######## wb_rr_arbiter_wdog ########
Fig. 1: wb_rr_arbiter_wdog, a small window of the routed layout
Window x 81 to 101, y 81 to 101 µm. Cells in grey, sequential cells in the stronger grey; small squares are vias.
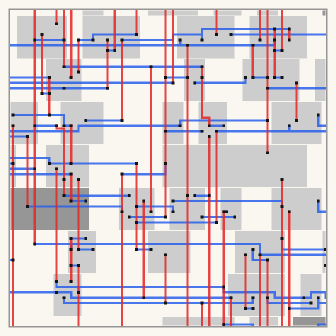

<file path="src/rtl/wb_rr_arbiter_wdog.sv">
// Round-robin WISHBONE arbiter for the SURF register intercon, with a bus-timeout
// watchdog that forces a one-cycle error and logs the culprit when no slave answers.
module wb_rr_arbiter_wdog #(
  parameter int NUM_MASTERS = 3,
  parameter int ADDR_WIDTH  = 22,
  parameter int TIMEOUT     = 1023,
  parameter int CNT_WIDTH   = 10
) (
  input  logic                   clk_i,
  input  logic                   rst_n_i,
  input  logic [NUM_MASTERS-1:0] cyc_i,
  output logic [NUM_MASTERS-1:0] gnt_o,
  input  logic                   stb_i,
  input  logic [ADDR_WIDTH-1:0]  adr_i,
  input  logic                   ack_i,
  input  logic                   err_i,
  input  logic                   rty_i,
  output logic                   tmo_err_o,
  output logic [15:0]            tmo_count_o,
  output logic [ADDR_WIDTH-1:0]  tmo_adr_o,
  output logic [2:0]             tmo_master_o,
  input  logic                   clr_i
);

  localparam logic [1:0] ST_IDLE    = 2'd0;
  localparam logic [1:0] ST_GRANTED = 2'd1;
  localparam logic [1:0] ST_TMO     = 2'd2;

  localparam bit                   WD_EN    = (TIMEOUT != 0);
  localparam logic [CNT_WIDTH-1:0] WD_LAST  = CNT_WIDTH'((TIMEOUT == 0) ? 0 : TIMEOUT - 1);
  localparam logic [2:0]           LAST_RST = 3'(NUM_MASTERS - 1);

  // First asserted request at last+1, last+2, ... (mod NUM_MASTERS); the
  // descending scan lets the nearest successor overwrite farther ones.
  function automatic logic [2:0] rr_pick(input logic [NUM_MASTERS-1:0] req,
                                         input logic [2:0]             last);
    int idx;
    rr_pick = last;
    for (int k = NUM_MASTERS; k >= 1; k--) begin
      idx = int'(last) + k;
      if (idx >= NUM_MASTERS) idx = idx - NUM_MASTERS;
      for (int j = 0; j < NUM_MASTERS; j++)
        if (j == idx && req[j]) rr_pick = 3'(j);
    end
  endfunction

  // Saturating event counter; a clear coinciding with an event leaves exactly one.
  function automatic logic [15:0] cnt_next(input logic [15:0] cnt,
                                           input logic        inc,
                                           input logic        clr);
    if (clr)                          cnt_next = inc ? 16'd1 : 16'd0;
    else if (inc && cnt != 16'hFFFF)  cnt_next = cnt + 16'd1;
    else                              cnt_next = cnt;
  endfunction

  logic [1:0]             state_q, state_d;
  logic [2:0]             last_q, last_d, pick;
  logic [CNT_WIDTH-1:0]   wd_q, wd_d;
  logic [NUM_MASTERS-1:0] gnt_d, pick_oh;
  logic                   term, cur_cyc, expire;

  assign term    = ack_i | err_i | rty_i;
  assign cur_cyc = |(cyc_i & gnt_o);
  assign pick    = rr_pick(cyc_i, last_q);
  assign pick_oh = NUM_MASTERS'(1) << pick;

  always_comb begin
    state_d = state_q;
    gnt_d   = gnt_o;
    last_d  = last_q;
    wd_d    = '0;
    expire  = 1'b0;
    case (state_q)
      ST_IDLE: begin
        if (|cyc_i) begin
          gnt_d   = pick_oh;
          last_d  = pick;
          state_d = ST_GRANTED;
        end
      end
      ST_GRANTED: begin
        if (!cur_cyc) begin
          // Handover without an idle bubble when someone else is waiting.
          if (|cyc_i) begin
            gnt_d  = pick_oh;
            last_d = pick;
          end else begin
            gnt_d   = '0;
            state_d = ST_IDLE;
          end
        end else if (stb_i && !term) begin
          if (WD_EN && wd_q == WD_LAST) begin
            expire  = 1'b1;
            state_d = ST_TMO;
          end else begin
            wd_d = wd_q + 1'b1;
          end
        end
      end
      ST_TMO:  state_d = ST_GRANTED;
      default: begin
        state_d = ST_IDLE;
        gnt_d   = '0;
      end
    endcase
  end

  always_ff @(posedge clk_i or negedge rst_n_i) begin
    if (!rst_n_i) begin
      state_q      <= ST_IDLE;
      gnt_o        <= '0;
      last_q       <= LAST_RST;
      wd_q         <= '0;
      tmo_err_o    <= 1'b0;
      tmo_count_o  <= 16'd0;
      tmo_adr_o    <= '0;
      tmo_master_o <= 3'd0;
    end else begin
      state_q     <= state_d;
      gnt_o       <= gnt_d;
      last_q      <= last_d;
      wd_q        <= wd_d;
      tmo_err_o   <= expire;
      tmo_count_o <= cnt_next(tmo_count_o, expire, clr_i);
      if (expire) begin
        tmo_adr_o    <= adr_i;
        tmo_master_o <= last_q;
      end
    end
  end

endmodule

</file>
<file path="config.mk">
export PLATFORM = sky130hd
export DESIGN_NAME = wb_rr_arbiter_wdog
export DESIGN_NICKNAME = d
export VERILOG_FILES = /design/src/rtl/wb_rr_arbiter_wdog.sv
export SDC_FILE = /design/constraint.sdc
export NUM_CORES = 1
export LEC_CHECK = 0
export CAP_MARGIN = 20
export CELL_PAD_IN_SITES_DETAIL_PLACEMENT = 1
export CELL_PAD_IN_SITES_GLOBAL_PLACEMENT = 2
export CORE_MARGIN = 5
export CORE_UTILIZATION = 27
export CTS_CLUSTER_SIZE = 30
export DETAILED_ROUTE_END_ITERATION = 16
export PLACE_DENSITY_LB_ADDON = 0.1
export SYNTH_ARGS = -nofsm -noshare
export SYNTH_HDL_FRONTEND = slang
export SYNTH_SLANG_ARGS = --single-unit
</file>
<file path="constraint.sdc">
create_clock -name clk_i -period 2.4 [get_ports clk_i]
set_input_delay 0.48 -clock clk_i [delete_from_list [all_inputs] [get_ports clk_i]]
set_output_delay 0.48 -clock clk_i [all_outputs]
set_load 0.03 [all_outputs]
</file>
######## alu_op_sequencer ########
===== config.mk =====
export PLATFORM = sky130hd
export DESIGN_NAME = alu_op_sequencer
export DESIGN_NICKNAME = d
export VERILOG_FILES = /design/src/rtl/alu_ctrl_pkg.sv /design/src/rtl/button_debounce.sv /design/src/rtl/alu_op_sequencer.sv
export SDC_FILE = /design/constraint.sdc
export NUM_CORES = 1
export LEC_CHECK = 0
export ABC_AREA = 1
export CORE_ASPECT_RATIO = 0.75
export CORE_UTILIZATION = 46
export CTS_BUF_LIST = sky130_fd_sc_hd__clkbuf_16
export CTS_CLUSTER_SIZE = 14
export DETAILED_ROUTE_END_ITERATION = 12
export PLACE_DENSITY_LB_ADDON = 0.2
export SLEW_MARGIN = 20
export SYNTH_ARGS = -nofsm -noshare
export SYNTH_HDL_FRONTEND = slang
export SYNTH_HIERARCHICAL = 1
export SYNTH_SLANG_ARGS = --single-unit

===== constraint.sdc =====
create_clock -name clk -period 1.37 [get_ports clk]
set_input_delay 0.137 -clock clk [delete_from_list [all_inputs] [get_ports clk]]
set_output_delay 0.137 -clock clk [all_outputs]
set_load 0.1 [all_outputs]

===== src/rtl/alu_ctrl_pkg.sv =====
// Shared state encoding, default widths and opcode-pointer wrap helper for the ALU op sequencer.
package alu_ctrl_pkg;

   localparam int NUM_WIDTH_DEF = 8;
   localparam int OP_WIDTH_DEF  = 4;
   localparam int NUM_OPS_DEF   = 10;

   typedef enum logic [1:0] {
      IDLE,
      ISSUE,
      WAIT,
      CAPTURE
   } seq_state_t;

   // Next opcode pointer; a single-opcode configuration stays at 0.
   function automatic int wrap_inc(input int ptr, input int limit);
      return (ptr >= limit - 1) ? 0 : ptr + 1;
   endfunction

endpackage


===== src/rtl/button_debounce.sv =====
// Push-button conditioning: 2-flop synchronizer, stability counter, rising-edge detect; press is registered.
// Press appears a few cycles after the raw edge once the level has held; release and short glitches produce nothing.
module button_debounce #(
   parameter int DEBOUNCE_CYCLES = 4
) (
   input  logic clk,
   input  logic reset,
   input  logic raw,
   output logic press
);

   localparam int CW = (DEBOUNCE_CYCLES > 1) ? $clog2(DEBOUNCE_CYCLES) : 1;
   localparam logic [CW-1:0] CNT_LAST = CW'(DEBOUNCE_CYCLES - 1);

   logic sync_1;
   logic sync_2;
   logic sync_prev;
   logic level;
   logic [CW-1:0] stable_cnt;

   always_ff @(posedge clk or negedge reset) begin
      if (!reset) begin
         sync_1     <= 1'b0;
         sync_2     <= 1'b0;
         sync_prev  <= 1'b0;
         level      <= 1'b0;
         stable_cnt <= '0;
         press      <= 1'b0;
      end else begin
         sync_1    <= raw;
         sync_2    <= sync_1;
         sync_prev <= sync_2;
         press     <= 1'b0;
         // Any change restarts the stability window; the level moves only after a full run of equal samples.
         if (sync_2 != sync_prev) begin
            stable_cnt <= '0;
         end else if (stable_cnt != CNT_LAST) begin
            stable_cnt <= stable_cnt + 1'b1;
         end else begin
            level <= sync_2;
            press <= sync_2 & ~level;
         end
      end
   end

endmodule


===== src/rtl/alu_op_sequencer.sv =====
// ALU issue controller: press -> ISSUE (alu_start) -> WAIT -> CAPTURE (answer_valid); ALU_SEQ_AUTO_STEP_EN adds a periodic press.
// Press to answer_valid takes RESULT_LATENCY+2 cycles; presses while busy queue one deep and further ones are dropped.
module alu_op_sequencer
   import alu_ctrl_pkg::*;
#(
   parameter int NUM_WIDTH       = NUM_WIDTH_DEF,
   parameter int OP_WIDTH        = OP_WIDTH_DEF,
   parameter int NUM_OPS         = NUM_OPS_DEF,
   parameter int DEBOUNCE_CYCLES = 4,
   parameter int RESULT_LATENCY  = 1,
   parameter int AUTO_PERIOD     = 16
) (
   input  logic                 clk,
   input  logic                 reset,
   input  logic                 button,
   input  logic [NUM_WIDTH-1:0] number_1,
   input  logic [NUM_WIDTH-1:0] number_2,
   input  logic [NUM_WIDTH:0]   alu_result,
   output logic [NUM_WIDTH-1:0] alu_number_1,
   output logic [NUM_WIDTH-1:0] alu_number_2,
   output logic [OP_WIDTH-1:0]  alu_op,
   output logic                 alu_start,
   output logic [NUM_WIDTH:0]   answer,
   output logic                 answer_valid,
   output logic                 busy
);

   localparam int WW = (RESULT_LATENCY > 1) ? $clog2(RESULT_LATENCY) : 1;

   logic btn_press;
   logic auto_press;
   logic go;

   button_debounce #(
      .DEBOUNCE_CYCLES(DEBOUNCE_CYCLES)
   ) u_debounce (
      .clk  (clk),
      .reset(reset),
      .raw  (button),
      .press(btn_press)
   );

`ifdef ALU_SEQ_AUTO_STEP_EN
   localparam int AW = (AUTO_PERIOD > 1) ? $clog2(AUTO_PERIOD) : 1;
   logic [AW-1:0] auto_cnt;

   always_ff @(posedge clk or negedge reset) begin
      if (!reset) begin
         auto_cnt   <= '0;
         auto_press <= 1'b0;
      end else begin
         auto_press <= 1'b0;
         if (auto_cnt == AW'(AUTO_PERIOD - 1)) begin
            auto_cnt   <= '0;
            auto_press <= 1'b1;
         end else begin
            auto_cnt <= auto_cnt + 1'b1;
         end
      end
   end
`else
   assign auto_press = (AUTO_PERIOD < 1);
`endif

   assign go = btn_press | auto_press;

   seq_state_t          state;
   logic [OP_WIDTH-1:0] op_ptr;
   logic                pending;
   logic [WW-1:0]       wait_cnt;

   always_ff @(posedge clk or negedge reset) begin
      if (!reset) begin
         state        <= IDLE;
         op_ptr       <= '0;
         pending      <= 1'b0;
         wait_cnt     <= '0;
         alu_number_1 <= '0;
         alu_number_2 <= '0;
         alu_op       <= '0;
         alu_start    <= 1'b0;
         answer       <= '0;
         answer_valid <= 1'b0;
         busy         <= 1'b0;
      end else begin
         alu_start    <= 1'b0;
         answer_valid <= 1'b0;
         if (state != IDLE && go) begin
            pending <= 1'b1;
         end
         case (state)
            IDLE: begin
               if (go || pending) begin
                  state        <= ISSUE;
                  busy         <= 1'b1;
                  alu_number_1 <= number_1;
                  alu_number_2 <= number_2;
                  alu_op       <= op_ptr;
                  alu_start    <= 1'b1;
                  // When the queued press is consumed, a coincident new press takes its place.
                  pending      <= pending & go;
               end
            end
            ISSUE: begin
               wait_cnt <= WW'(RESULT_LATENCY - 1);
               state    <= WAIT;
            end
            WAIT: begin
               if (wait_cnt == '0) begin
                  answer       <= alu_result;
                  answer_valid <= 1'b1;
                  op_ptr       <= OP_WIDTH'(wrap_inc(int'(op_ptr), NUM_OPS));
                  state        <= CAPTURE;
               end else begin
                  wait_cnt <= wait_cnt - 1'b1;
               end
            end
            CAPTURE: begin
               state <= IDLE;
               busy  <= 1'b0;
            end
            default: begin
               state <= IDLE;
               busy  <= 1'b0;
            end
         endcase
      end
   end

endmodule



## Gallery

Sizing map.
image #1
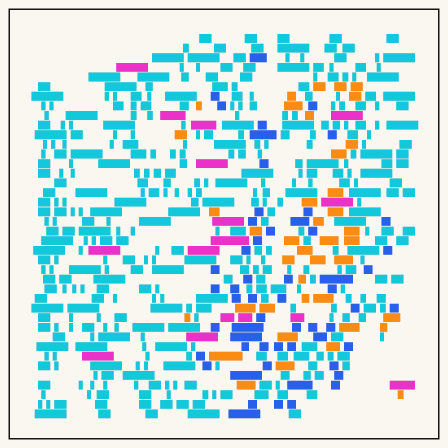
image #2
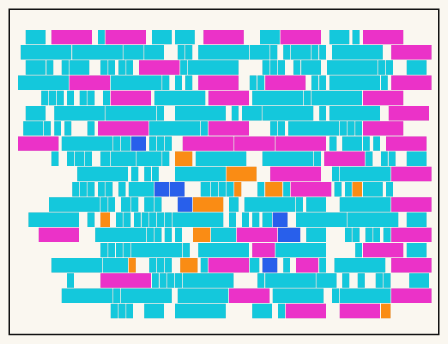
alu_op_sequencer is image #2.
wb_rr_arbiter_wdog is image #1.

Key to image #1:
- drive 2: orange (cells 40; share 8.2%)
- drive 6 and up: magenta (cells 16; share 3.3%)
- drive 1 or less: cyan (cells 377; share 77%)
- drive 3 to 4: blue (cells 56; share 11%)

Fig. 2: wb_rr_arbiter_wdog, cell outlines without signal wires
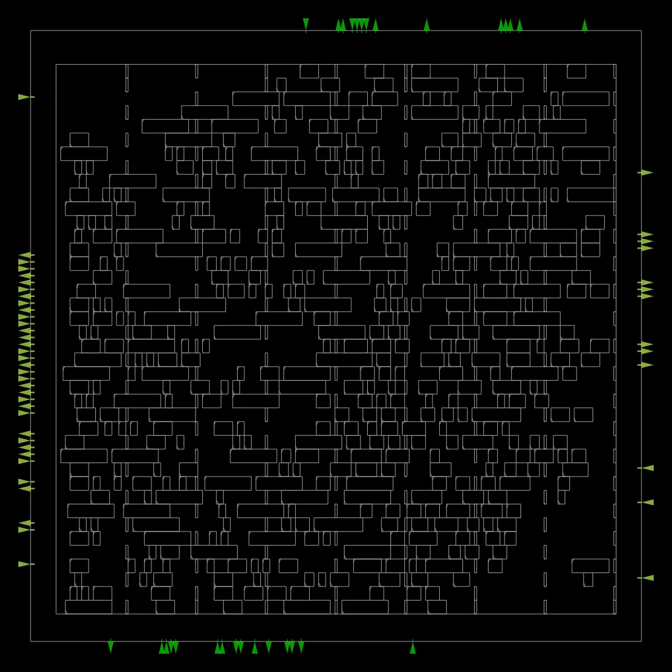
fraction of standard cell area that is sequential: 0.294
final standard cell count with taps included and fillers excluded: 657
placeable core area: 0.0121 mm²
fillcell total: 1,375
number of tap instances: 168

Notes on Fig. 1 above:
- met1: blue
- met2: red
- netlist names of flops here include: tmo_count_o (1)
- sequential cells in the window: 1
- most frequent: nor3_2 (5), xnor2_1 (4)
- cells with their middle in the window: 24

==> flow_metrics.rpt, wb_rr_arbiter_wdog <==
=== SYNTHESIS / PLACE & ROUTE SUMMARY ===
----------------------------------------------------
[Clocking]
  Number of levels the H-tree was split into ........................ 3
  Number of clock buffers inserted by TritonCTS ........................ 9
  Clock tree from TritonCTS ........................ yes

[Run]
  OpenROAD warning count ........................ 37

[Routing]
  Detailed-route wire length per cell ........................ 15.2 µm
  WL met3 ........................ 661 µm

[Worst setup path]
  CP max-delay cell ........................ sky130_fd_sc_hd__dfstp_2
  Arrival time at the worst endpoint ........................ 2.70 ns
  R2R depth ........................ 10
  CP required ........................ 2.61 ns
  CP dominant cell by count ........................ sky130_fd_sc_hd__o31ai_2

[Finish]
  Register with the highest flop count ........................ tmo_adr_o
  Fraction of final layout cells sized beyond drive strength 1 ........................ 0.229
  Combinational gates ........................ 277
  Flip-flop count of the largest register, all copies and words added ........................ 22
  Count of non-CTS inverters in the layout ........................ 12
  Top class by area ........................ multi-input combinational cells

[Status]
  Outcome ........................ complete, but fails checks
  Failing checks ........................ negative setup slack

[Floorplan]
  Die boundary height ........................ 121 µm
  Die Footprint ........................ 0.0146 mm²

[Final timing]
  Worst hold slack ........................ 0.154 ns
  Setup ws final ........................ -0.0877 ns
  Endpoints failing setup ........................ 6

[Yosys]
  Number of register bits inferred by synthesis ........................ 60
  Average instance area after synthesis ........................ 9.15 µm²
  Leading cell types by count after synthesis ........................ 90 x sky130_fd_sc_hd__nand2_1, 59 x sky130_fd_sc_hd__dfrtp_1, 28 x sky130_fd_sc_hd__nor2_1
  Post-synth tally of flip-flops with integrated enable ........................ 0

[Placement]
  Number of buffers inserted by port buffering ........................ 76

----------------------------------------------------
## wb_rr_arbiter_wdog: repair_timing
| action | 4_1_cts | 5_1_grt |
|---|---|---|
| buffers inserted | 1 | 1 |
| resized | 17 | 21 |
| endpoints found under the setup margin | 6 | 6 |
| pin swaps | 11 | 13 |
## wb_rr_arbiter_wdog: critical path, delay by kind of cell, from the launching register on
| family | cells | cell delay (ns) |
|---|---|---|
| buf+inv | 3 | 0.38 |
| flops | 1 | 0.57 |
| xor+xnor | 1 | 0.14 |
| fa+ha+maj | 1 | 0.26 |
| compound gates | 5 | 1.03 |
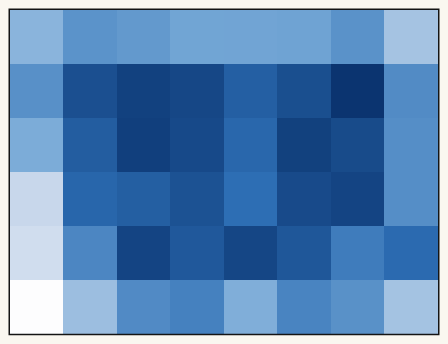
Fig. 3. Cell density map (alu_op_sequencer).
8 x 6 tiles, from white (low) to dark blue (high), 0 to 100% covered.
- fullest tile: 98%
- tiles over 75% full: 48%
- nearly empty tiles: 2.1%
- mean over tiles: 68%
placeable core area: 0.00383 mm²
FP Core Util: 0.500
post-route core utilization: 0.804

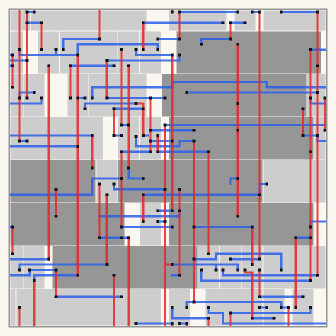
Fig. 4. A small window of the routed layout (alu_op_sequencer).
Window x 47 to 67, y 33 to 53 µm. Cells in grey, sequential cells in the stronger grey; small squares are vias.
- met1: blue
- met2: red
- sequential cells in the window: 8
- netlist names of flops here include: alu_number_2 (6)
- most frequent: nand2_1 (20), dfrtp_1 (8)
- cells with their middle in the window: 36

==> flow_metrics.rpt, alu_op_sequencer <==
=== SYNTHESIS / PLACE & ROUTE SUMMARY ===
----------------------------------------------------
[Clocking]
  Resize count post-CTS ........................ 0

[Finish]
  Leading registers by flop count ........................ answer (9), alu_number_1 (8), alu_number_2 (8)
  Finished layout cell area ........................ 0.00308 mm²
  ANT cells ........................ 0
  Net total in the final layout ........................ 316
  Register with the highest flop count ........................ answer

[Routing]
  Number of antenna-violating nets in the routed design ........................ 0
  Detailed-route wire length per cell ........................ 12.9 µm

[Worst setup path]
  Cells along the critical path ........................ inv_1 > ha_2 > inv_2 > nor2_8 > buf_4 > o21ai_0 > inv_1
  R2R depth ........................ 7
  CP required ........................ 1.54 ns
  Largest stage delay on the critical path ........................ 0.37 ns

[Global route]
  Maximum number of pins on one net before global-route repair ........................ 47

[Yosys]
  Syn nets ........................ 247

[Status]
  Outcome ........................ finished clean

[Placement]
  Number of buffers inserted by port buffering ........................ 59

----------------------------------------------------
## alu_op_sequencer: final cells by class
class                           instances  area [µm²]  share of cell area
Clock inverter                          3        12.5             0.00407
Inverter                               18        78.8              0.0256
Clock buffer                            5         125              0.0407
Multi-Input combinational cell        142         654               0.213
Sequential cell                        46        1150               0.374
Tap cell                               52        65.1              0.0211
Timing Repair Buffer                   67         982               0.319
Timing Repair inverter                  1        7.51             0.00244
## alu_op_sequencer: routing by layer
layer	vias up	track usage
li1	777	-
met1	779	0.272
met2	39	0.360
met3	5	0.0457
met4	0	0.0577
met5	-	0

######## arc4_encrypt ########
### src/rtl/arc4_pkg.sv
// arc4_pkg: shared states, constants and key-byte helper for the ARC4 encryptor
// Contents: KEYLEN / SBOX_SIZE constants, top-level and INIT+KSA state enums,
//   keybyte() which picks key byte n with byte 0 being the MSB byte.
package arc4_pkg;
    localparam int KEYLEN    = 3;
    localparam int SBOX_SIZE = 256;
    localparam int KIW       = $clog2(KEYLEN);

    typedef enum logic [3:0] {
        IDLE, LEN_RD, LEN_WR, INIT_KSA,
        PRGA_RI, PRGA_LI, PRGA_LJ, PRGA_WJ, PRGA_RP, PRGA_WC,
        DONE
    } state_e;

    typedef enum logic [2:0] {
        KSA_IDLE, INIT, KSA_RI, KSA_LI, KSA_LJ, KSA_WJ
    } ksa_state_e;

    function automatic logic [7:0] keybyte(input logic [8*KEYLEN-1:0] key, input logic [KIW-1:0] n);
        return 8'(key >> (8 * (KEYLEN - 1 - int'(n))));
    endfunction
endpackage

### src/rtl/arc4_ksa.sv
// arc4_ksa: S-box identity fill followed by the ARC4 key schedule
// Ports: clk_i/rst_ni clock and sync active-low reset; start_i one-cycle start;
//   key_i latched key; done_o high in the final KSA write cycle;
//   s_* single-port S-box RAM (1-cycle read latency), all zero while idle.
module arc4_ksa
    import arc4_pkg::*;
(
    input  logic                clk_i,
    input  logic                rst_ni,
    input  logic                start_i,
    input  logic [8*KEYLEN-1:0] key_i,
    output logic                done_o,
    output logic [7:0]          s_addr_o,
    output logic [7:0]          s_wrdata_o,
    output logic                s_wren_o,
    input  logic [7:0]          s_rddata_i
);
    ksa_state_e     state_q, state_d;
    logic [7:0]     i_q, i_d, j_q, j_d, si_q, si_d;
    logic [KIW-1:0] kidx_q, kidx_d;

    always_ff @(posedge clk_i) begin
        if (!rst_ni) begin
            state_q <= KSA_IDLE;
            i_q     <= '0;
            j_q     <= '0;
            si_q    <= '0;
            kidx_q  <= '0;
        end else begin
            state_q <= state_d;
            i_q     <= i_d;
            j_q     <= j_d;
            si_q    <= si_d;
            kidx_q  <= kidx_d;
        end
    end

    // Per KSA step: read S[i]; latch it and issue read of S[j] from the fresh j;
    // write S[i]=S[j] straight from the read data; write S[j]=old S[i].
    always_comb begin
        state_d    = state_q;
        i_d        = i_q;
        j_d        = j_q;
        si_d       = si_q;
        kidx_d     = kidx_q;
        done_o     = 1'b0;
        s_addr_o   = '0;
        s_wrdata_o = '0;
        s_wren_o   = 1'b0;
        case (state_q)
            KSA_IDLE: begin
                if (start_i) begin
                    state_d = INIT;
                    i_d     = '0;
                    j_d     = '0;
                    kidx_d  = '0;
                end
            end
            INIT: begin
                s_addr_o   = i_q;
                s_wrdata_o = i_q;
                s_wren_o   = 1'b1;
                i_d        = i_q + 8'd1;
                state_d    = (i_q == 8'(SBOX_SIZE - 1)) ? KSA_RI : INIT;
            end
            KSA_RI: begin
                s_addr_o = i_q;
                state_d  = KSA_LI;
            end
            KSA_LI: begin
                si_d     = s_rddata_i;
                j_d      = j_q + s_rddata_i + keybyte(key_i, kidx_q);
                s_addr_o = j_d;
                kidx_d   = (kidx_q == KIW'(KEYLEN - 1)) ? '0 : kidx_q + 1'b1;
                state_d  = KSA_LJ;
            end
            KSA_LJ: begin
                s_addr_o   = i_q;
                s_wrdata_o = s_rddata_i;
                s_wren_o   = 1'b1;
                state_d    = KSA_WJ;
            end
            KSA_WJ: begin
                s_addr_o   = j_q;
                s_wrdata_o = si_q;
                s_wren_o   = 1'b1;
                i_d        = i_q + 8'd1;
                done_o     = (i_q == 8'(SBOX_SIZE - 1));
                state_d    = done_o ? KSA_IDLE : KSA_RI;
            end
            default: state_d = KSA_IDLE;
        endcase
    end
endmodule

### src/rtl/arc4_encrypt.sv
// arc4_encrypt: ARC4 encryptor, length-prefixed pt memory to length-prefixed ct memory
// Ports: clk_i/rst_ni clock and sync active-low reset; en_i/rdy_o start handshake;
//   key_i 24-bit key latched on start; pt_* plaintext read port (1-cycle latency);
//   ct_* ciphertext write port; s_* single-port S-box RAM, owned by arc4_ksa during INIT/KSA.
// Latency: rdy_o is low for exactly 1282 + 6*len cycles after the accepting edge.
module arc4_encrypt
    import arc4_pkg::*;
(
    input  logic                clk_i,
    input  logic                rst_ni,
    input  logic                en_i,
    output logic                rdy_o,
    input  logic [8*KEYLEN-1:0] key_i,
    output logic [7:0]          pt_addr_o,
    input  logic [7:0]          pt_rddata_i,
    output logic [7:0]          ct_addr_o,
    output logic [7:0]          ct_wrdata_o,
    output logic                ct_wren_o,
    output logic [7:0]          s_addr_o,
    output logic [7:0]          s_wrdata_o,
    output logic                s_wren_o,
    input  logic [7:0]          s_rddata_i
);
    state_e              state_q, state_d;
    logic [8*KEYLEN-1:0] key_q, key_d;
    logic [7:0]          len_q, len_d, i_q, i_d, j_q, j_d, k_q, k_d, si_q, si_d, sj_q, sj_d;
    logic                ksa_start, ksa_done, ksa_wren, p_wren;
    logic [7:0]          ksa_addr, ksa_wrdata, p_addr, p_wrdata;

    arc4_ksa u_ksa (
        .clk_i      (clk_i),
        .rst_ni     (rst_ni),
        .start_i    (ksa_start),
        .key_i      (key_q),
        .done_o     (ksa_done),
        .s_addr_o   (ksa_addr),
        .s_wrdata_o (ksa_wrdata),
        .s_wren_o   (ksa_wren),
        .s_rddata_i (s_rddata_i)
    );

    always_ff @(posedge clk_i) begin
        if (!rst_ni) begin
            state_q <= IDLE;
            key_q   <= '0;
            len_q   <= '0;
            i_q     <= '0;
            j_q     <= '0;
            k_q     <= '0;
            si_q    <= '0;
            sj_q    <= '0;
        end else begin
            state_q <= state_d;
            key_q   <= key_d;
            len_q   <= len_d;
            i_q     <= i_d;
            j_q     <= j_d;
            k_q     <= k_d;
            si_q    <= si_d;
            sj_q    <= sj_d;
        end
    end

    always_comb begin
        state_d     = state_q;
        key_d       = key_q;
        len_d       = len_q;
        i_d         = i_q;
        j_d         = j_q;
        k_d         = k_q;
        si_d        = si_q;
        sj_d        = sj_q;
        rdy_o       = 1'b0;
        pt_addr_o   = '0;
        ct_addr_o   = '0;
        ct_wrdata_o = '0;
        ct_wren_o   = 1'b0;
        p_addr      = '0;
        p_wrdata    = '0;
        p_wren      = 1'b0;
        ksa_start   = 1'b0;
        case (state_q)
            // DONE already reports ready so a back-to-back start lands right after the last ct write
            IDLE, DONE: begin
                rdy_o   = 1'b1;
                key_d   = en_i ? key_i : key_q;
                state_d = en_i ? LEN_RD : IDLE;
            end
            LEN_RD: state_d = LEN_WR;
            LEN_WR: begin
                len_d       = pt_rddata_i;
                ct_wrdata_o = pt_rddata_i;
                ct_wren_o   = 1'b1;
                ksa_start   = 1'b1;
                i_d         = '0;
                j_d         = '0;
                k_d         = 8'd1;
                state_d     = INIT_KSA;
            end
            INIT_KSA: if (ksa_done) state_d = (len_q == 8'd0) ? DONE : PRGA_RI;
            PRGA_RI: begin
                i_d     = i_q + 8'd1;
                p_addr  = i_d;
                state_d = PRGA_LI;
            end
            PRGA_LI: begin
                si_d    = s_rddata_i;
                j_d     = j_q + s_rddata_i;
                p_addr  = j_d;
                state_d = PRGA_LJ;
            end
            PRGA_LJ: begin
                sj_d     = s_rddata_i;
                p_addr   = i_q;
                p_wrdata = s_rddata_i;
                p_wren   = 1'b1;
                state_d  = PRGA_WJ;
            end
            PRGA_WJ: begin
                p_addr   = j_q;
                p_wrdata = si_q;
                p_wren   = 1'b1;
                state_d  = PRGA_RP;
            end
            // Pad index is order-independent of the swap, and the swap has committed by now
            PRGA_RP: begin
                p_addr    = si_q + sj_q;
                pt_addr_o = k_q;
                state_d   = PRGA_WC;
            end
            // k compared before increment so len=255 stops without needing k to wrap
            PRGA_WC: begin
                ct_addr_o   = k_q;
                ct_wrdata_o = pt_rddata_i ^ s_rddata_i;
                ct_wren_o   = 1'b1;
                k_d         = k_q + 8'd1;
                state_d     = (k_q == len_q) ? DONE : PRGA_RI;
            end
            default: state_d = IDLE;
        endcase
    end

    assign s_addr_o   = (state_q == INIT_KSA) ? ksa_addr   : p_addr;
    assign s_wrdata_o = (state_q == INIT_KSA) ? ksa_wrdata : p_wrdata;
    assign s_wren_o   = (state_q == INIT_KSA) ? ksa_wren   : p_wren;
endmodule

### config.mk
export PLATFORM = sky130hd
export DESIGN_NAME = arc4_encrypt
export DESIGN_NICKNAME = d
export VERILOG_FILES = /design/src/rtl/arc4_pkg.sv /design/src/rtl/arc4_ksa.sv /design/src/rtl/arc4_encrypt.sv
export SDC_FILE = /design/constraint.sdc
export NUM_CORES = 1
export LEC_CHECK = 0
export CELL_PAD_IN_SITES_DETAIL_PLACEMENT = 0
export CELL_PAD_IN_SITES_GLOBAL_PLACEMENT = 2
export CORE_MARGIN = 5
export CORE_UTILIZATION = 35
export CTS_CLUSTER_DIAMETER = 60
export DETAILED_ROUTE_END_ITERATION = 10
export PLACE_DENSITY = 0.9
export REMOVE_ABC_BUFFERS = 1
export SYNTH_ARGS = -nofsm -noshare
export SYNTH_HDL_FRONTEND = slang
export SYNTH_SLANG_ARGS = --single-unit
### constraint.sdc
create_clock -name clk_i -period 9.7 [get_ports clk_i]
set_clock_uncertainty 0.2 [all_clocks]
set_input_delay 1.94 -clock clk_i [delete_from_list [all_inputs] [get_ports clk_i]]
set_output_delay 1.94 -clock clk_i [all_outputs]
set_load 0.03 [all_outputs]
######## tick_serializer ########
**config.mk**
```make
export PLATFORM = sky130hd
export DESIGN_NAME = tick_serializer
export DESIGN_NICKNAME = d
export VERILOG_FILES = /design/src/rtl/tick_serializer.sv
export SDC_FILE = /design/constraint.sdc
export NUM_CORES = 1
export LEC_CHECK = 0
export CAP_MARGIN = 20
export CORE_MARGIN = 2
export CORE_UTILIZATION = 52
export DETAILED_ROUTE_END_ITERATION = 6
export PLACE_DENSITY = 0.82
export SLEW_MARGIN = 20
export SYNTH_ARGS = -nofsm -noshare
export SYNTH_HDL_FRONTEND = slang
export SYNTH_SLANG_ARGS = --single-unit
```
**constraint.sdc**
```tcl
create_clock -name clk -period 1.8 [get_ports clk]
set_input_delay 0.27 -clock clk [delete_from_list [all_inputs] [get_ports clk]]
set_output_delay 0.27 -clock clk [all_outputs]
set_load 0.02 [all_outputs]
```
**src/rtl/tick_serializer.sv**
```systemverilog
// ============================================================================
// Module   : tick_serializer
// Desc     : Tick-paced serializer; sends start bit, data LSB first, stop bits.
// Revision : 1.0 - initial release
// ============================================================================
`default_nettype none

module tick_serializer #(
    parameter int DATA_W    = 8,
    parameter int STOP_BITS = 1
) (
    input  logic              clk,
    input  logic              reset_n,
    input  logic              tick,
    input  logic [DATA_W-1:0] data_in,
    input  logic              valid,
    output logic              ready,
    output logic              tx,
    output logic              busy,
    output logic              frame_done
);

    localparam int               IDX_W       = (DATA_W > 1) ? $clog2(DATA_W) : 1;
    localparam logic [IDX_W-1:0] C_LAST_IDX  = IDX_W'(DATA_W - 1);
    localparam logic [1:0]       C_STOP_LAST = 2'(STOP_BITS);

    typedef enum logic [2:0] {
        S_IDLE  = 3'd0,
        S_ARMED = 3'd1,
        S_START = 3'd2,
        S_DATA  = 3'd3,
        S_STOP  = 3'd4
    } state_t;

    state_t            r_state;
    state_t            w_state_nxt;
    logic [DATA_W-1:0] r_shift;
    logic [DATA_W-1:0] w_shift_nxt;
    logic [IDX_W-1:0]  r_bit_idx;
    logic [IDX_W-1:0]  w_bit_idx_nxt;
    logic [1:0]        r_stop_cnt;
    logic [1:0]        w_stop_cnt_nxt;
    logic              r_tx;
    logic              w_tx_nxt;
    logic              r_done;
    logic              w_done_nxt;
    logic              w_accept;
    logic [DATA_W-1:0] w_shift_rs;

    assign w_accept   = valid && (r_state == S_IDLE);
    assign w_shift_rs = r_shift >> 1;

    always_ff @(posedge clk or negedge reset_n) begin
        if (!reset_n) begin
            r_state    <= S_IDLE;
            r_shift    <= '0;
            r_bit_idx  <= '0;
            r_stop_cnt <= '0;
            r_tx       <= 1'b1;
            r_done     <= 1'b0;
        end else begin
            r_state    <= w_state_nxt;
            r_shift    <= w_shift_nxt;
            r_bit_idx  <= w_bit_idx_nxt;
            r_stop_cnt <= w_stop_cnt_nxt;
            r_tx       <= w_tx_nxt;
            r_done     <= w_done_nxt;
        end
    end

    // A tick arriving in the accept cycle is deliberately not consumed:
    // IDLE only looks at the handshake, so the start bit waits for the next tick.
    always_comb begin
        w_state_nxt    = r_state;
        w_shift_nxt    = r_shift;
        w_bit_idx_nxt  = r_bit_idx;
        w_stop_cnt_nxt = r_stop_cnt;
        w_tx_nxt       = r_tx;
        w_done_nxt     = 1'b0;

        case (r_state)
            S_IDLE: begin
                if (w_accept) begin
                    w_shift_nxt = data_in;
                    w_state_nxt = S_ARMED;
                end
            end
            S_ARMED: begin
                if (tick) begin
                    w_tx_nxt    = 1'b0;
                    w_state_nxt = S_START;
                end
            end
            S_START: begin
                if (tick) begin
                    w_tx_nxt      = r_shift[0];
                    w_bit_idx_nxt = '0;
                    w_state_nxt   = S_DATA;
                end
            end
            S_DATA: begin
                if (tick) begin
                    if (r_bit_idx < C_LAST_IDX) begin
                        w_shift_nxt   = w_shift_rs;
                        w_tx_nxt      = w_shift_rs[0];
                        w_bit_idx_nxt = r_bit_idx + 1'b1;
                    end else begin
                        w_tx_nxt       = 1'b1;
                        w_stop_cnt_nxt = 2'd1;
                        w_state_nxt    = S_STOP;
                    end
                end
            end
            S_STOP: begin
                if (tick) begin
                    if (r_stop_cnt < C_STOP_LAST) begin
                        w_stop_cnt_nxt = r_stop_cnt + 2'd1;
                    end else begin
                        w_state_nxt = S_IDLE;
                        w_done_nxt  = 1'b1;
                    end
                end
            end
            default: begin
                w_state_nxt = S_IDLE;
                w_tx_nxt    = 1'b1;
            end
        endcase
    end

    assign ready      = (r_state == S_IDLE);
    assign busy       = (r_state != S_IDLE);
    assign tx         = r_tx;
    assign frame_done = r_done;

endmodule

`default_nettype wire

```
######## execution_stage_muldiv ########
`config.mk`:
```
export PLATFORM = sky130hd
export DESIGN_NAME = execution_stage_muldiv
export DESIGN_NICKNAME = d
export VERILOG_FILES = /design/src/rtl/execution_stage_muldiv_pkg.sv /design/src/rtl/execution_stage_muldiv_iter_core.sv /design/src/rtl/execution_stage_muldiv.sv
export SDC_FILE = /design/constraint.sdc
export NUM_CORES = 1
export LEC_CHECK = 0
export ABC_CLOCK_PERIOD_IN_PS = 15400
export CAP_MARGIN = 20
export CORE_ASPECT_RATIO = 1.5
export CORE_MARGIN = 2
export CORE_UTILIZATION = 55
export CTS_CLUSTER_SIZE = 25
export DETAILED_ROUTE_END_ITERATION = 12
export GPL_ROUTABILITY_DRIVEN = 0
export PLACE_DENSITY = 0.8
export SYNTH_ARGS = -nofsm -noshare
export SYNTH_HDL_FRONTEND = slang
export SYNTH_HIERARCHICAL = 1
export SYNTH_SLANG_ARGS = --single-unit
```
`constraint.sdc`:
```
create_clock -name clk -period 15.4 [get_ports clk]
set_input_delay 1.54 -clock clk [delete_from_list [all_inputs] [get_ports clk]]
set_output_delay 1.54 -clock clk [all_outputs]
set_load 0.02 [all_outputs]
```
`src/rtl/execution_stage_muldiv_pkg.sv`:
```
// execution_stage_muldiv_pkg: shared op and state encodings for the iterative multiply/divide unit.
package execution_stage_muldiv_pkg;
  typedef enum logic [2:0] {
    OP_MUL    = 3'd0,
    OP_MULH   = 3'd1,
    OP_MULHSU = 3'd2,
    OP_MULHU  = 3'd3,
    OP_DIV    = 3'd4,
    OP_DIVU   = 3'd5,
    OP_REM    = 3'd6,
    OP_REMU   = 3'd7
  } muldiv_op_t;
  typedef enum logic [1:0] {S_IDLE, S_CALC, S_DONE} muldiv_state_t;
endpackage

```
`src/rtl/execution_stage_muldiv_iter_core.sv`:
```
// muldiv_iter_core: one radix-2 shift-add / restoring shift-subtract step per clock on unsigned magnitudes.
// hi holds the product high half or partial remainder; lo holds the multiplier or dividend/quotient.
module muldiv_iter_core #(
  parameter int XLEN = 32
) (
  input  logic            clk,
  input  logic            rst_n,
  input  logic            load,
  input  logic            step,
  input  logic            is_div,
  input  logic [XLEN-1:0] a_in,
  input  logic [XLEN-1:0] b_in,
  output logic [XLEN-1:0] hi_n,
  output logic [XLEN-1:0] lo_n
);
  logic [XLEN-1:0] hi_q, hi_d, lo_q, lo_d, b_q, b_d;
  logic [XLEN:0]   sum, rem_sh, diff;
  always_comb begin
    sum    = {1'b0, hi_q} + (lo_q[0] ? {1'b0, b_q} : '0);
    rem_sh = {hi_q, lo_q[XLEN-1]};
    diff   = rem_sh - {1'b0, b_q};
    // partial remainder stays below the divisor, so a non-negative diff always fits in XLEN bits
    hi_n   = is_div ? (diff[XLEN] ? rem_sh[XLEN-1:0] : diff[XLEN-1:0]) : sum[XLEN:1];
    lo_n   = is_div ? {lo_q[XLEN-2:0], ~diff[XLEN]} : {sum[0], lo_q[XLEN-1:1]};
    hi_d   = load ? '0 : step ? hi_n : hi_q;
    lo_d   = load ? a_in : step ? lo_n : lo_q;
    b_d    = load ? b_in : b_q;
  end
  always_ff @(posedge clk or negedge rst_n) begin
    if (!rst_n) begin
      hi_q <= '0;
      lo_q <= '0;
      b_q  <= '0;
    end else begin
      hi_q <= hi_d;
      lo_q <= lo_d;
      b_q  <= b_d;
    end
  end
endmodule

```
`src/rtl/execution_stage_muldiv.sv`:
```
// execution_stage_muldiv: multi-cycle RV32M/RV64M multiply/divide unit with valid/ready handshakes and flush.
// MULDIV_FAST_MUL_EN: multiplies use a combinational multiplier and complete on the accept edge.
module execution_stage_muldiv
  import execution_stage_muldiv_pkg::*;
#(
  parameter int XLEN  = 32,
  parameter int TAG_W = 5
) (
  input  logic             clk,
  input  logic             rst_n,
  input  logic             in_valid,
  output logic             in_ready,
  input  logic [2:0]       op,
  input  logic [XLEN-1:0]  data1,
  input  logic [XLEN-1:0]  data2,
  input  logic [TAG_W-1:0] tag_in,
  input  logic             flush,
  output logic             out_valid,
  input  logic             out_ready,
  output logic [XLEN-1:0]  result,
  output logic [TAG_W-1:0] tag_out,
  output logic             div_by_zero,
  output logic             overflow_flag
);
  localparam int CW = $clog2(XLEN);
  muldiv_state_t    state_q, state_d;
  muldiv_op_t       op_q, op_d, op_i;
  logic [CW-1:0]    count_q, count_d;
  logic [TAG_W-1:0] tag_q, tag_d;
  logic [XLEN-1:0]  result_q, result_d;
  logic             neg_q, neg_d, dbz_q, dbz_d, ovf_q, ovf_d;
  logic             sa, sb, is_dbz, is_ovf, fast_mul;
  logic [XLEN-1:0]  a_mag, b_mag, hi_n, lo_n, q_s, r_s, fix;
  logic [2*XLEN-1:0] prod_s, fast_p;
`ifdef MULDIV_FAST_MUL_EN
  assign fast_p   = {{XLEN{sa}}, data1} * {{XLEN{sb}}, data2};
  assign fast_mul = !op[2];
`else
  assign fast_p   = '0;
  assign fast_mul = 1'b0;
`endif
  assign op_i          = muldiv_op_t'(op);
  assign in_ready      = state_q == S_IDLE && !flush;
  assign out_valid     = state_q == S_DONE;
  assign result        = result_q;
  assign tag_out       = tag_q;
  assign div_by_zero   = dbz_q;
  assign overflow_flag = ovf_q;
  muldiv_iter_core #(.XLEN(XLEN)) u_core (
    .clk    (clk),
    .rst_n  (rst_n),
    .load   (in_valid && in_ready),
    .step   (state_q == S_CALC && !flush),
    .is_div (op_q >= OP_DIV),
    .a_in   (a_mag),
    .b_in   (b_mag),
    .hi_n   (hi_n),
    .lo_n   (lo_n)
  );
  always_comb begin
    sa      = data1[XLEN-1] && (op_i inside {OP_MULH, OP_MULHSU, OP_DIV, OP_REM});
    sb      = data2[XLEN-1] && (op_i inside {OP_MULH, OP_DIV, OP_REM});
    a_mag   = sa ? -data1 : data1;
    b_mag   = sb ? -data2 : data2;
    is_dbz  = op[2] && data2 == '0;
    is_ovf  = (op_i == OP_DIV || op_i == OP_REM) && data1 == {1'b1, {(XLEN-1){1'b0}}} && &data2;
    prod_s  = neg_q ? -{hi_n, lo_n} : {hi_n, lo_n};
    q_s     = neg_q ? -lo_n : lo_n;
    r_s     = neg_q ? -hi_n : hi_n;
    fix     = op_q == OP_MUL ? prod_s[XLEN-1:0] : op_q < OP_DIV ? prod_s[2*XLEN-1:XLEN] :
              (op_q == OP_REM || op_q == OP_REMU) ? r_s : q_s;
    state_d  = state_q;
    op_d     = op_q;
    count_d  = count_q;
    tag_d    = tag_q;
    result_d = result_q;
    neg_d    = neg_q;
    dbz_d    = dbz_q;
    ovf_d    = ovf_q;
    if (flush) state_d = S_IDLE;
    else case (state_q)
      S_IDLE: if (in_valid) begin
        op_d     = op_i;
        tag_d    = tag_in;
        neg_d    = op_i == OP_REM ? sa : sa ^ sb;
        dbz_d    = is_dbz;
        ovf_d    = is_ovf;
        count_d  = CW'(XLEN-1);
        state_d  = (is_dbz || is_ovf || fast_mul) ? S_DONE : S_CALC;
        result_d = is_dbz ? (op[1] ? data1 : '1) : is_ovf ? (op[1] ? '0 : data1) :
                   fast_mul ? (op_i == OP_MUL ? fast_p[XLEN-1:0] : fast_p[2*XLEN-1:XLEN]) : result_q;
      end
      S_CALC: begin
        count_d = count_q - CW'(1);
        if (count_q == '0) begin
          state_d  = S_DONE;
          result_d = fix;
        end
      end
      S_DONE: if (out_ready) state_d = S_IDLE;
      default: state_d = S_IDLE;
    endcase
  end
  always_ff @(posedge clk or negedge rst_n) begin
    if (!rst_n) begin
      state_q  <= S_IDLE;
      op_q     <= OP_MUL;
      count_q  <= '0;
      tag_q    <= '0;
      result_q <= '0;
      neg_q    <= 1'b0;
      dbz_q    <= 1'b0;
      ovf_q    <= 1'b0;
    end else begin
      state_q  <= state_d;
      op_q     <= op_d;
      count_q  <= count_d;
      tag_q    <= tag_d;
      result_q <= result_d;
      neg_q    <= neg_d;
      dbz_q    <= dbz_d;
      ovf_q    <= ovf_d;
    end
  end
endmodule
```
######## rf_wb_arbiter ########
<file path="config.mk">
export PLATFORM = sky130hd
export DESIGN_NAME = rf_wb_arbiter
export DESIGN_NICKNAME = d
export VERILOG_FILES = /design/src/rtl/rf_wb_arbiter.sv
export SDC_FILE = /design/constraint.sdc
export NUM_CORES = 1
export LEC_CHECK = 0
export CAP_MARGIN = 30
export CORE_ASPECT_RATIO = 0.6
export CORE_MARGIN = 2
export CORE_UTILIZATION = 45
export CTS_CLUSTER_SIZE = 20
export DETAILED_ROUTE_END_ITERATION = 12
export PLACE_DENSITY = 0.82
export SLEW_MARGIN = 15
export SYNTH_ARGS = -nofsm -noshare
export SYNTH_HDL_FRONTEND = slang
export SYNTH_SLANG_ARGS = --single-unit
</file>
<file path="constraint.sdc">
create_clock -name clk -period 6.1 [get_ports clk]
set_input_delay 0.915 -clock clk [delete_from_list [all_inputs] [get_ports clk]]
set_output_delay 0.915 -clock clk [all_outputs]
set_load 0.05 [all_outputs]
</file>
<file path="src/rtl/rf_wb_arbiter.sv">
// rtl/rf_wb_arbiter.sv - four-slot write-back arbiter onto two register-file write ports
// Same-register ordering, round-robin fairness, x0 writes retired without a port.
module rf_wb_arbiter #(
  parameter int DATA_WIDTH = 32,
  parameter int ADDR_WIDTH = 5,
  parameter int CNT_WIDTH  = 16
) (
  input  logic                    clk,
  input  logic                    rst,
  input  logic [3:0]              req_valid_i,
  input  logic [4*ADDR_WIDTH-1:0] req_addr_i,
  input  logic [4*DATA_WIDTH-1:0] req_data_i,
  output logic [3:0]              req_ready_o,
  output logic                    wp0_en_o,
  output logic [ADDR_WIDTH-1:0]   wp0_addr_o,
  output logic [DATA_WIDTH-1:0]   wp0_data_o,
  output logic                    wp1_en_o,
  output logic [ADDR_WIDTH-1:0]   wp1_addr_o,
  output logic [DATA_WIDTH-1:0]   wp1_data_o,
  output logic                    busy_o,
  output logic [CNT_WIDTH-1:0]    conflict_cnt_o
);

  logic [1:0]            r_rr_ptr;
  logic                  r_wp0_en;
  logic [ADDR_WIDTH-1:0] r_wp0_addr;
  logic [DATA_WIDTH-1:0] r_wp0_data;
  logic                  r_wp1_en;
  logic [ADDR_WIDTH-1:0] r_wp1_addr;
  logic [DATA_WIDTH-1:0] r_wp1_data;
  logic [CNT_WIDTH-1:0]  r_cnt;

  logic [ADDR_WIDTH-1:0] w_addr [4];
  logic [DATA_WIDTH-1:0] w_data [4];
  logic [3:0]            w_x0;
  logic [3:0]            w_elig;
  logic [3:0]            w_grant;
  logic [1:0]            w_idx;
  logic [1:0]            w_first;
  logic [1:0]            w_second;
  logic [1:0]            w_ngrant;
  logic                  w_busy;

  // A younger slot waits while any older slot targets the same register.
  always_comb begin
    w_elig = '0;
    w_x0   = '0;
    for (int k = 0; k < 4; k++) begin
      w_addr[k] = req_addr_i[k*ADDR_WIDTH +: ADDR_WIDTH];
      w_data[k] = req_data_i[k*DATA_WIDTH +: DATA_WIDTH];
    end
    for (int k = 0; k < 4; k++) begin
      w_x0[k]   = req_valid_i[k] && (w_addr[k] == '0);
      w_elig[k] = req_valid_i[k] && (w_addr[k] != '0);
      for (int j = 0; j < k; j++) begin
        if (req_valid_i[j] && (w_addr[j] == w_addr[k])) begin
          w_elig[k] = 1'b0;
        end
      end
    end
  end

  always_comb begin
    w_grant  = '0;
    w_first  = '0;
    w_second = '0;
    w_ngrant = '0;
    w_idx    = '0;
    for (int i = 0; i < 4; i++) begin
      w_idx = r_rr_ptr + 2'(i);
      if (!rst && w_elig[w_idx] && (w_ngrant != 2'd2)) begin
        w_grant[w_idx] = 1'b1;
        if (w_ngrant == 2'd0) begin
          w_first = w_idx;
        end else begin
          w_second = w_idx;
        end
        w_ngrant = w_ngrant + 2'd1;
      end
    end
    w_busy = !rst && |(req_valid_i & ~w_x0 & ~w_grant);
  end

  assign req_ready_o = rst ? 4'b0000 : (w_grant | w_x0);
  assign busy_o      = w_busy;

  always_ff @(posedge clk) begin
    if (rst) begin
      r_rr_ptr   <= '0;
      r_wp0_en   <= 1'b0;
      r_wp0_addr <= '0;
      r_wp0_data <= '0;
      r_wp1_en   <= 1'b0;
      r_wp1_addr <= '0;
      r_wp1_data <= '0;
      r_cnt      <= '0;
    end else begin
      r_wp0_en <= (w_ngrant != 2'd0);
      r_wp1_en <= (w_ngrant == 2'd2);
      if (w_ngrant != 2'd0) begin
        r_wp0_addr <= w_addr[w_first];
        r_wp0_data <= w_data[w_first];
      end
      // Pointer moves past the last slot granted this cycle.
      if (w_ngrant == 2'd2) begin
        r_wp1_addr <= w_addr[w_second];
        r_wp1_data <= w_data[w_second];
        r_rr_ptr   <= w_second + 2'd1;
      end else if (w_ngrant == 2'd1) begin
        r_rr_ptr   <= w_first + 2'd1;
      end
      if (w_busy && (r_cnt != {CNT_WIDTH{1'b1}})) begin
        r_cnt <= r_cnt + 1'b1;
      end
    end
  end

  assign wp0_en_o       = r_wp0_en;
  assign wp0_addr_o     = r_wp0_addr;
  assign wp0_data_o     = r_wp0_data;
  assign wp1_en_o       = r_wp1_en;
  assign wp1_addr_o     = r_wp1_addr;
  assign wp1_data_o     = r_wp1_data;
  assign conflict_cnt_o = r_cnt;

endmodule

</file>
Fig. 5: execution_stage_muldiv, pin placement
Bar = 50 µm. Pins as bars across the die edge, other pins in grey.
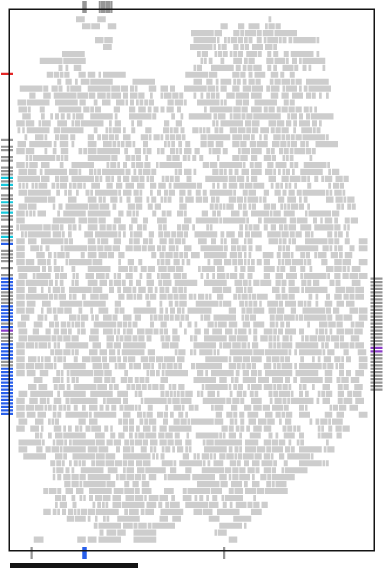
- tag_out: cyan (pins 5; direction output; edge left)
- op: purple (pins 3; direction input; edge 2 right, 1 left)
- clk: red (pins 1; direction input; edge left)
- data1: blue (pins 32; direction input; edge 30 left, 2 bottom)
- all pins by edge: 73 left, 33 right, 8 top, 4 bottom
Die Wd: 142 µm
number of buffers inserted by port buffering: 117
die boundary height: 212 µm

==> flow_metrics.rpt, execution_stage_muldiv <==
=== SYNTHESIS / PLACE & ROUTE SUMMARY ===
----------------------------------------------------
[Final timing]
  Final tally of max-slew violations ........................ 0
  Worst relative slew slack ........................ 0.186
  Setup ws final ........................ 8.42 ns
  Clock tree skew after final layout ........................ 0.0136 ns

[Global route]
  Busiest layer in global routing ........................ met2
  Initial antenna violation count ........................ 1
  Met3 routing resource usage after global routing ........................ 0.104

[Worst setup path]
  Largest stage delay on the critical path ........................ 0.93 ns

[Routing]
  Total wirelength of the detailed-routed design ........................ 58,400 µm
  Via count normalized by instance count ........................ 6.93
  Iteration count of the initial detailed-routing pass ........................ 7
  Number of design-rule violations left by the first detailed-router iteration ........................ 2,050
  Highest layer used for signal routing ........................ met5
  Via total after detailed routing ........................ 17,100

[Clocking]
  Number of buffers on the longest clock path ........................ 2
  TritonCTS sink count ........................ 146
  Buffer type at the clock tree root ........................ sky130_fd_sc_hd__clkbuf_16

[Finish]
  Combinational gate area ........................ 0.0114 mm²
  Fraction of standard cell area that is sequential ........................ 0.206
  Final standard cell count with taps included and fillers excluded ........................ 2,464
  Clock network area share ........................ 0.0363
  Growth of design area from synthesis to finish ........................ 12.1%
  Commonest cells after routing, fill and taps aside ........................ 245 x sky130_fd_sc_hd__nand2_1, 171 x sky130_fd_sc_hd__o21ai_0, 147 x sky130_fd_sc_hd__nor2_1, 144 x sky130_fd_sc_hd__dfrtp_1, 132 x sky130_fd_sc_hd__a21oi_1
  Top class by area ........................ multi-input combinational cells

[Yosys]
  Most common cell in the netlist ........................ sky130_fd_sc_hd__nand2_1
  Count of warnings emitted by yosys ........................ 6

[Pwr]
  Share of total power in the clock network ........................ 0.098
  Worst voltage drop across the vdd grid ........................ 0.146 mV
  Main power-consuming group ........................ combinational logic

[Worst hold path]
  Startpoint of the tightest hold check path ........................ overflow_flag

[Status]
  Outcome ........................ finished clean

[Floorplan]
  Std-Cell Rows ........................ 76

----------------------------------------------------
-- execution_stage_muldiv: state kept, by name, summed over array words and instances (netlist names) --
| signal | cells |
|---|---|
| result | 32 |
| u_core/b_q | 32 |
| u_core/hi_q | 32 |
| u_core/lo_q | 32 |
| count_q | 5 |
| tag_out | 5 |
| op_q | 3 |
| state_q | 2 |
| div_by_zero | 1 |
| neg_q | 1 |
| overflow_flag | 1 |
-- execution_stage_muldiv: kinds of logic after synthesis --
logic type      share of synthesized area
fa+ha+maj                          0.0644
compound gates                      0.255
buf+inv                            0.0523
flops                               0.231
mux                                0.0799
simple gates                        0.231
xor+xnor                           0.0864
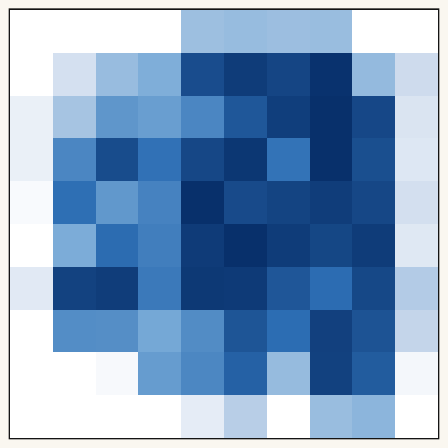
Fig. 6. Cell density map (tick_serializer).
10 x 10 tiles, from white (low) to dark blue (high), 0 to 100% covered.
- mean over tiles: 53%
- tiles over 75% full: 38%
- nearly empty tiles: 17%
- densest ninth of the die: centre
- fullest tile: 100%
placeable core area: 0.00192 mm²
post-route core utilization: 0.667

==> flow_metrics.rpt, tick_serializer <==
=== SYNTHESIS / PLACE & ROUTE SUMMARY ===
----------------------------------------------------
[Status]
  Outcome ........................ finished clean

[Final timing]
  Setup repair after global routing missed its margin ........................ false

[Yosys]
  Dominant comb cell ........................ multiplexers
  Yosys simple share ........................ 0.153
  Yosys stat cell total ........................ 89
  Leading cell types by count after synthesis ........................ 17 x sky130_fd_sc_hd__dfrtp_1, 10 x sky130_fd_sc_hd__mux2_4, 7 x sky130_fd_sc_hd__inv_1

[Global route]
  Maximum number of pins on one net before global-route repair ........................ 19
  Met2 track utilization from global routing ........................ 0.340

[Finish]
  Commonest cells after routing, fill and taps aside ........................ 16 x sky130_fd_sc_hd__dfrtp_1, 13 x sky130_fd_sc_hd__clkdlybuf4s50_1, 10 x sky130_fd_sc_hd__mux2_4, 9 x sky130_fd_sc_hd__buf_4, 7 x sky130_fd_sc_hd__inv_1

[Routing]
  Highest layer used for signal routing ........................ met4
  Detailed-route wire length per cell ........................ 14.7 µm

[Clocking]
  Number of buffers on the longest clock path ........................ 2

[Pwr]
  Design internal power ........................ 1160 µW
  Clock net power ........................ 251 µW

[Placement]
  Count of placed standard cells including taps ........................ 135

[Floorplan]
  Die Footprint ........................ 0.00236 mm²

[Worst setup path]
  Cells along the critical path ........................ clkdlybuf4s50_1

----------------------------------------------------
-- tick_serializer: flip-flops by register name, summed over array words and instances, names as in the netlist --
name and count:
frame_done 1, r_bit_idx 3, r_shift 8, r_state 3
r_stop_cnt 2, tx 1
-- tick_serializer: cell type report --
cell class / count / area [µm²] / share of cell area
clock buffer: 4 / 36.3 / 0.0283
tap: 27 / 33.8 / 0.0264
inverter: 7 / 26.3 / 0.0205
timing repair buffer: 24 / 215 / 0.168
sequential: 18 / 453 / 0.354
multi-input combinational: 59 / 517 / 0.403
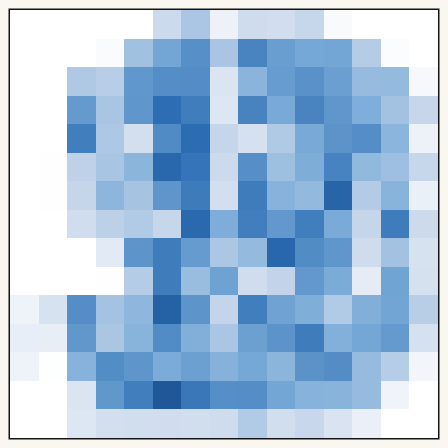
Fig. 7. Cell density map (arc4_encrypt).
15 x 15 tiles, from white (low) to dark blue (high), 0 to 100% covered.
- fullest tile: 84%
- nearly empty tiles: 17%
- mean over tiles: 35%
- tiles over 75% full: 3.6%
FP Core Util: 0.353
post-route core utilization: 0.423
placeable core area: 0.0186 mm²

==> flow_metrics.rpt, arc4_encrypt <==
=== SYNTHESIS / PLACE & ROUTE SUMMARY ===
----------------------------------------------------
[Routing]
  Drt drc ........................ 0
  Detailed-route wire length per cell ........................ 17.8 µm
  Total wirelength of the detailed-routed design ........................ 20,500 µm
  Iteration count of the initial detailed-routing pass ........................ 5
  Via total after detailed routing ........................ 6,230

[Finish]
  Register with the highest flop count ........................ key_q
  Net total in the final layout ........................ 993
  Flip-flop count of the largest register, all copies and words added ........................ 24
  Area share of buffers outside the clock network ........................ 0.116

[Floorplan]
  Number of tap instances ........................ 234

[Pwr]
  Power attributed to combinational cells ........................ 487 µW
  Sequential logic power ........................ 523 µW
  Design internal power ........................ 846 µW
  Worst voltage drop across the vdd grid ........................ 0.0817 mV
  Switching power as a share of total power ........................ 0.388

[Final timing]
  Final number of hold-violating endpoints ........................ 0
  Final period utilization ........................ 0.816
  Endpoints failing setup ........................ 0
  Setup repair after global routing missed its margin ........................ false

[Yosys]
  Yosys stat cell total ........................ 861
  Post-Synthesis Cell Area ........................ 0.00659 mm²
  Flip-flop cell with the highest count after synthesis ........................ sky130_fd_sc_hd__dfxtp_1
  Area fraction in mux cells ........................ 0.0667

[Clocking]
  Post-cts hold-fix buffer tally ........................ 0
  Total setup buffers inserted after CTS ........................ 0
  Buffer type at the clock tree root ........................ sky130_fd_sc_hd__clkbuf_16

[Worst setup path]
  Critical path depth in cells ........................ 12
  Worst reg2reg startpoint ........................ u_ksa.kidx_q[0]
  R2R depth ........................ 16
  CP Buf/Inv Count ........................ 3
  Reg2Reg Capture Point ........................ u_ksa.j_q[7]

[Placement]
  Count of placed standard cells including taps ........................ 1,137

[Worst hold path]
  Startpoint of the tightest hold check path ........................ u_ksa.si_q[1]

[Status]
  Outcome ........................ finished clean

----------------------------------------------------
==> arc4_encrypt: metal layers <==
layer | vias to the layer above | global-route usage | routed length [µm]
li1 | 3131 | - | -
met1 | 2911 | 0.246 | 9520
met2 | 152 | 0.299 | 9420
met3 | 36 | 0.0281 | 851
met4 | 0 | 0.0797 | 702
met5 | - | 0 | 0
==> arc4_encrypt: kinds of logic after synthesis <==
logic type	Yosys count
compound gates	217
xor+xnor	34
mux	43
flops	105
simple gates	362
buf+inv	64
fa+ha+maj	36
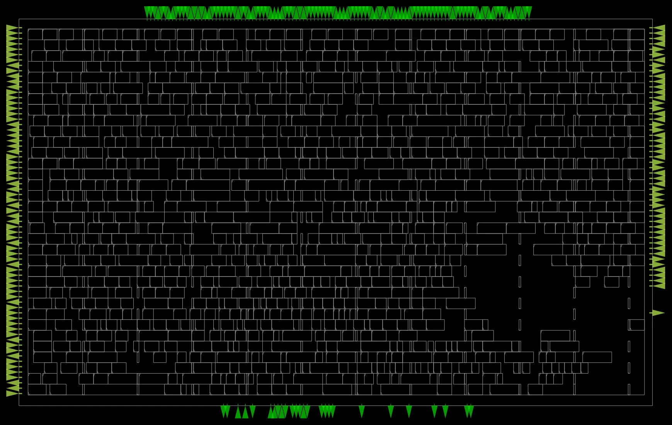
Fig. 8. Cell outlines without signal wires (rf_wb_arbiter).
placeable core area: 0.0144 mm²
final standard cell count with taps included and fillers excluded: 1,215
fillcell total: 1,022
final sequential cell count: 94

==> flow_metrics.rpt, rf_wb_arbiter <==
=== SYNTHESIS / PLACE & ROUTE SUMMARY ===
----------------------------------------------------
[Status]
  Outcome ........................ finished clean

[Placement]
  Number of buffers inserted by port buffering ........................ 250

[Worst setup path]
  CP dominant cell by count ........................ sky130_fd_sc_hd__buf_4

[Run]
  Total of max-cap violations ........................ 0
  OpenROAD warning count ........................ 36

[Worst hold path]
  Terminating pin of the worst hold path ........................ wp1_data_o[19]

[Global route]
  Maximum number of pins on one net before global-route repair ........................ 40
  Number of global-route vias before repair ........................ 7,108

[Finish]
  Seq. cell area ........................ 0.00188 mm²
  Combinational gates ........................ 536

[Final timing]
  Endpoints failing setup ........................ 0
  Final period utilization ........................ 0.980

[Clocking]
  Number of clock buffers inserted by TritonCTS ........................ 9

[Routing]
  Number of design-rule violations left by the first detailed-router iteration ........................ 494
  Detailed-route wire length per cell ........................ 20.0 µm
  Length of routed met2 wiring ........................ 10,700 µm

[Floorplan]
  Die boundary height ........................ 97.8 µm

[Yosys]
  Main area contributors ........................ sky130_fd_sc_hd__dfxtp_1 29%, sky130_fd_sc_hd__mux2i_1 12%, sky130_fd_sc_hd__mux2_2 9.7%
  Post-Synthesis Cell Area ........................ 0.00659 mm²
  Cell type with the largest total area ........................ sky130_fd_sc_hd__dfxtp_1
  Syn nets ........................ 880
  Count of warnings emitted by yosys ........................ 0

----------------------------------------------------
-- rf_wb_arbiter: state kept, by name (all words and copies together) (netlist names) --
signal,count
conflict_cnt_o,16
r_rr_ptr,2
wp0_addr_o,5
wp0_data_o,32
wp0_en_o,1
wp1_addr_o,5
wp1_data_o,32
wp1_en_o,1
-- rf_wb_arbiter: report_power, final --
group / switching (µW) / internal [µW] / leakage, µW / total (µW)
Clock: 259 / 403 / 0.000164 / 662
Combinational: 2480 / 2100 / 0.00337 / 4580
Sequential: 98.3 / 790 / 0.000772 / 888


## Gallery

Cell density map.
shot_01.png
12 x 12 tiles, from white (low) to dark blue (high), 0 to 100% covered.
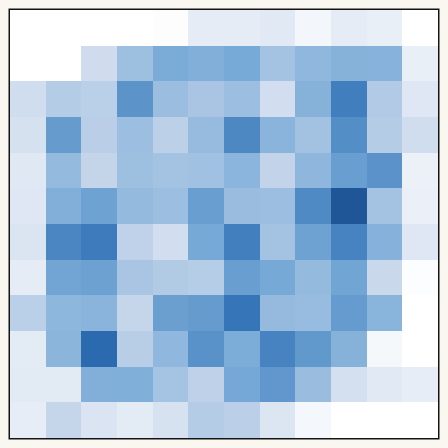
shot_02.png
16 x 10 tiles, from white (low) to dark blue (high), 0 to 100% covered.
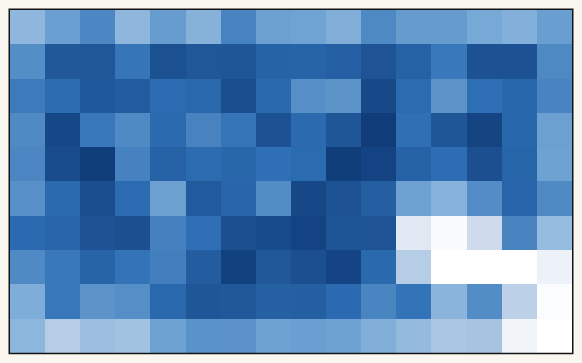
shot_03.png
14 x 21 tiles, from white (low) to dark blue (high), 0 to 100% covered.
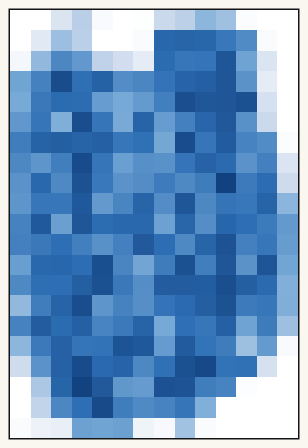
For rf_wb_arbiter, see shot_02.png.
For wb_rr_arbiter_wdog, see shot_01.png.
For execution_stage_muldiv, see shot_03.png.
- lowest utilization: shot_01.png

Key to shot_01.png:
- fullest tile: 85%
- nearly empty tiles: 9.7%
- tiles over 75% full: 1.4%
- mean over tiles: 34%


==> notes/layouts.md <==
Pictures saved along the way, in no particular order.

Sizing map.
(a)
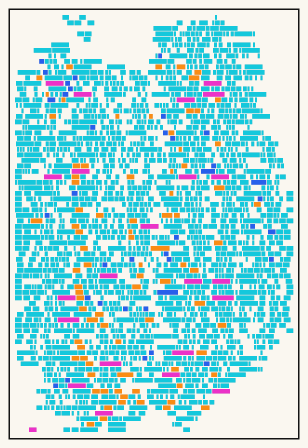
(b)
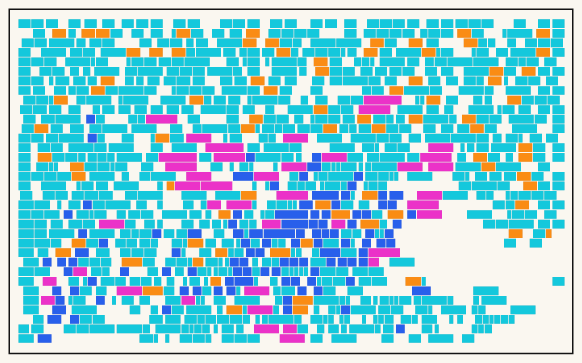
(c)
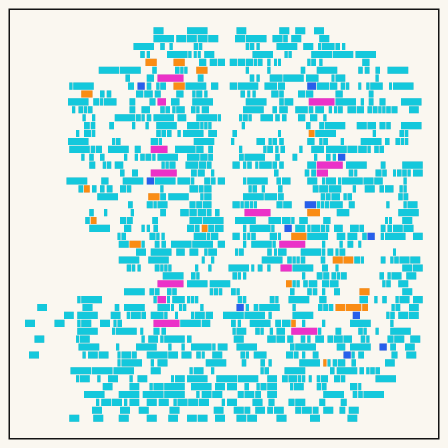
(d)
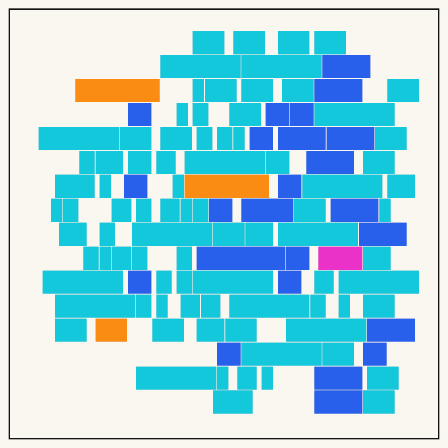
(c) -> arc4_encrypt
(d) -> tick_serializer
(a) -> execution_stage_muldiv
(b) -> rf_wb_arbiter
The one with the most cells is (a).

Power and IR drop assume default switching activity.
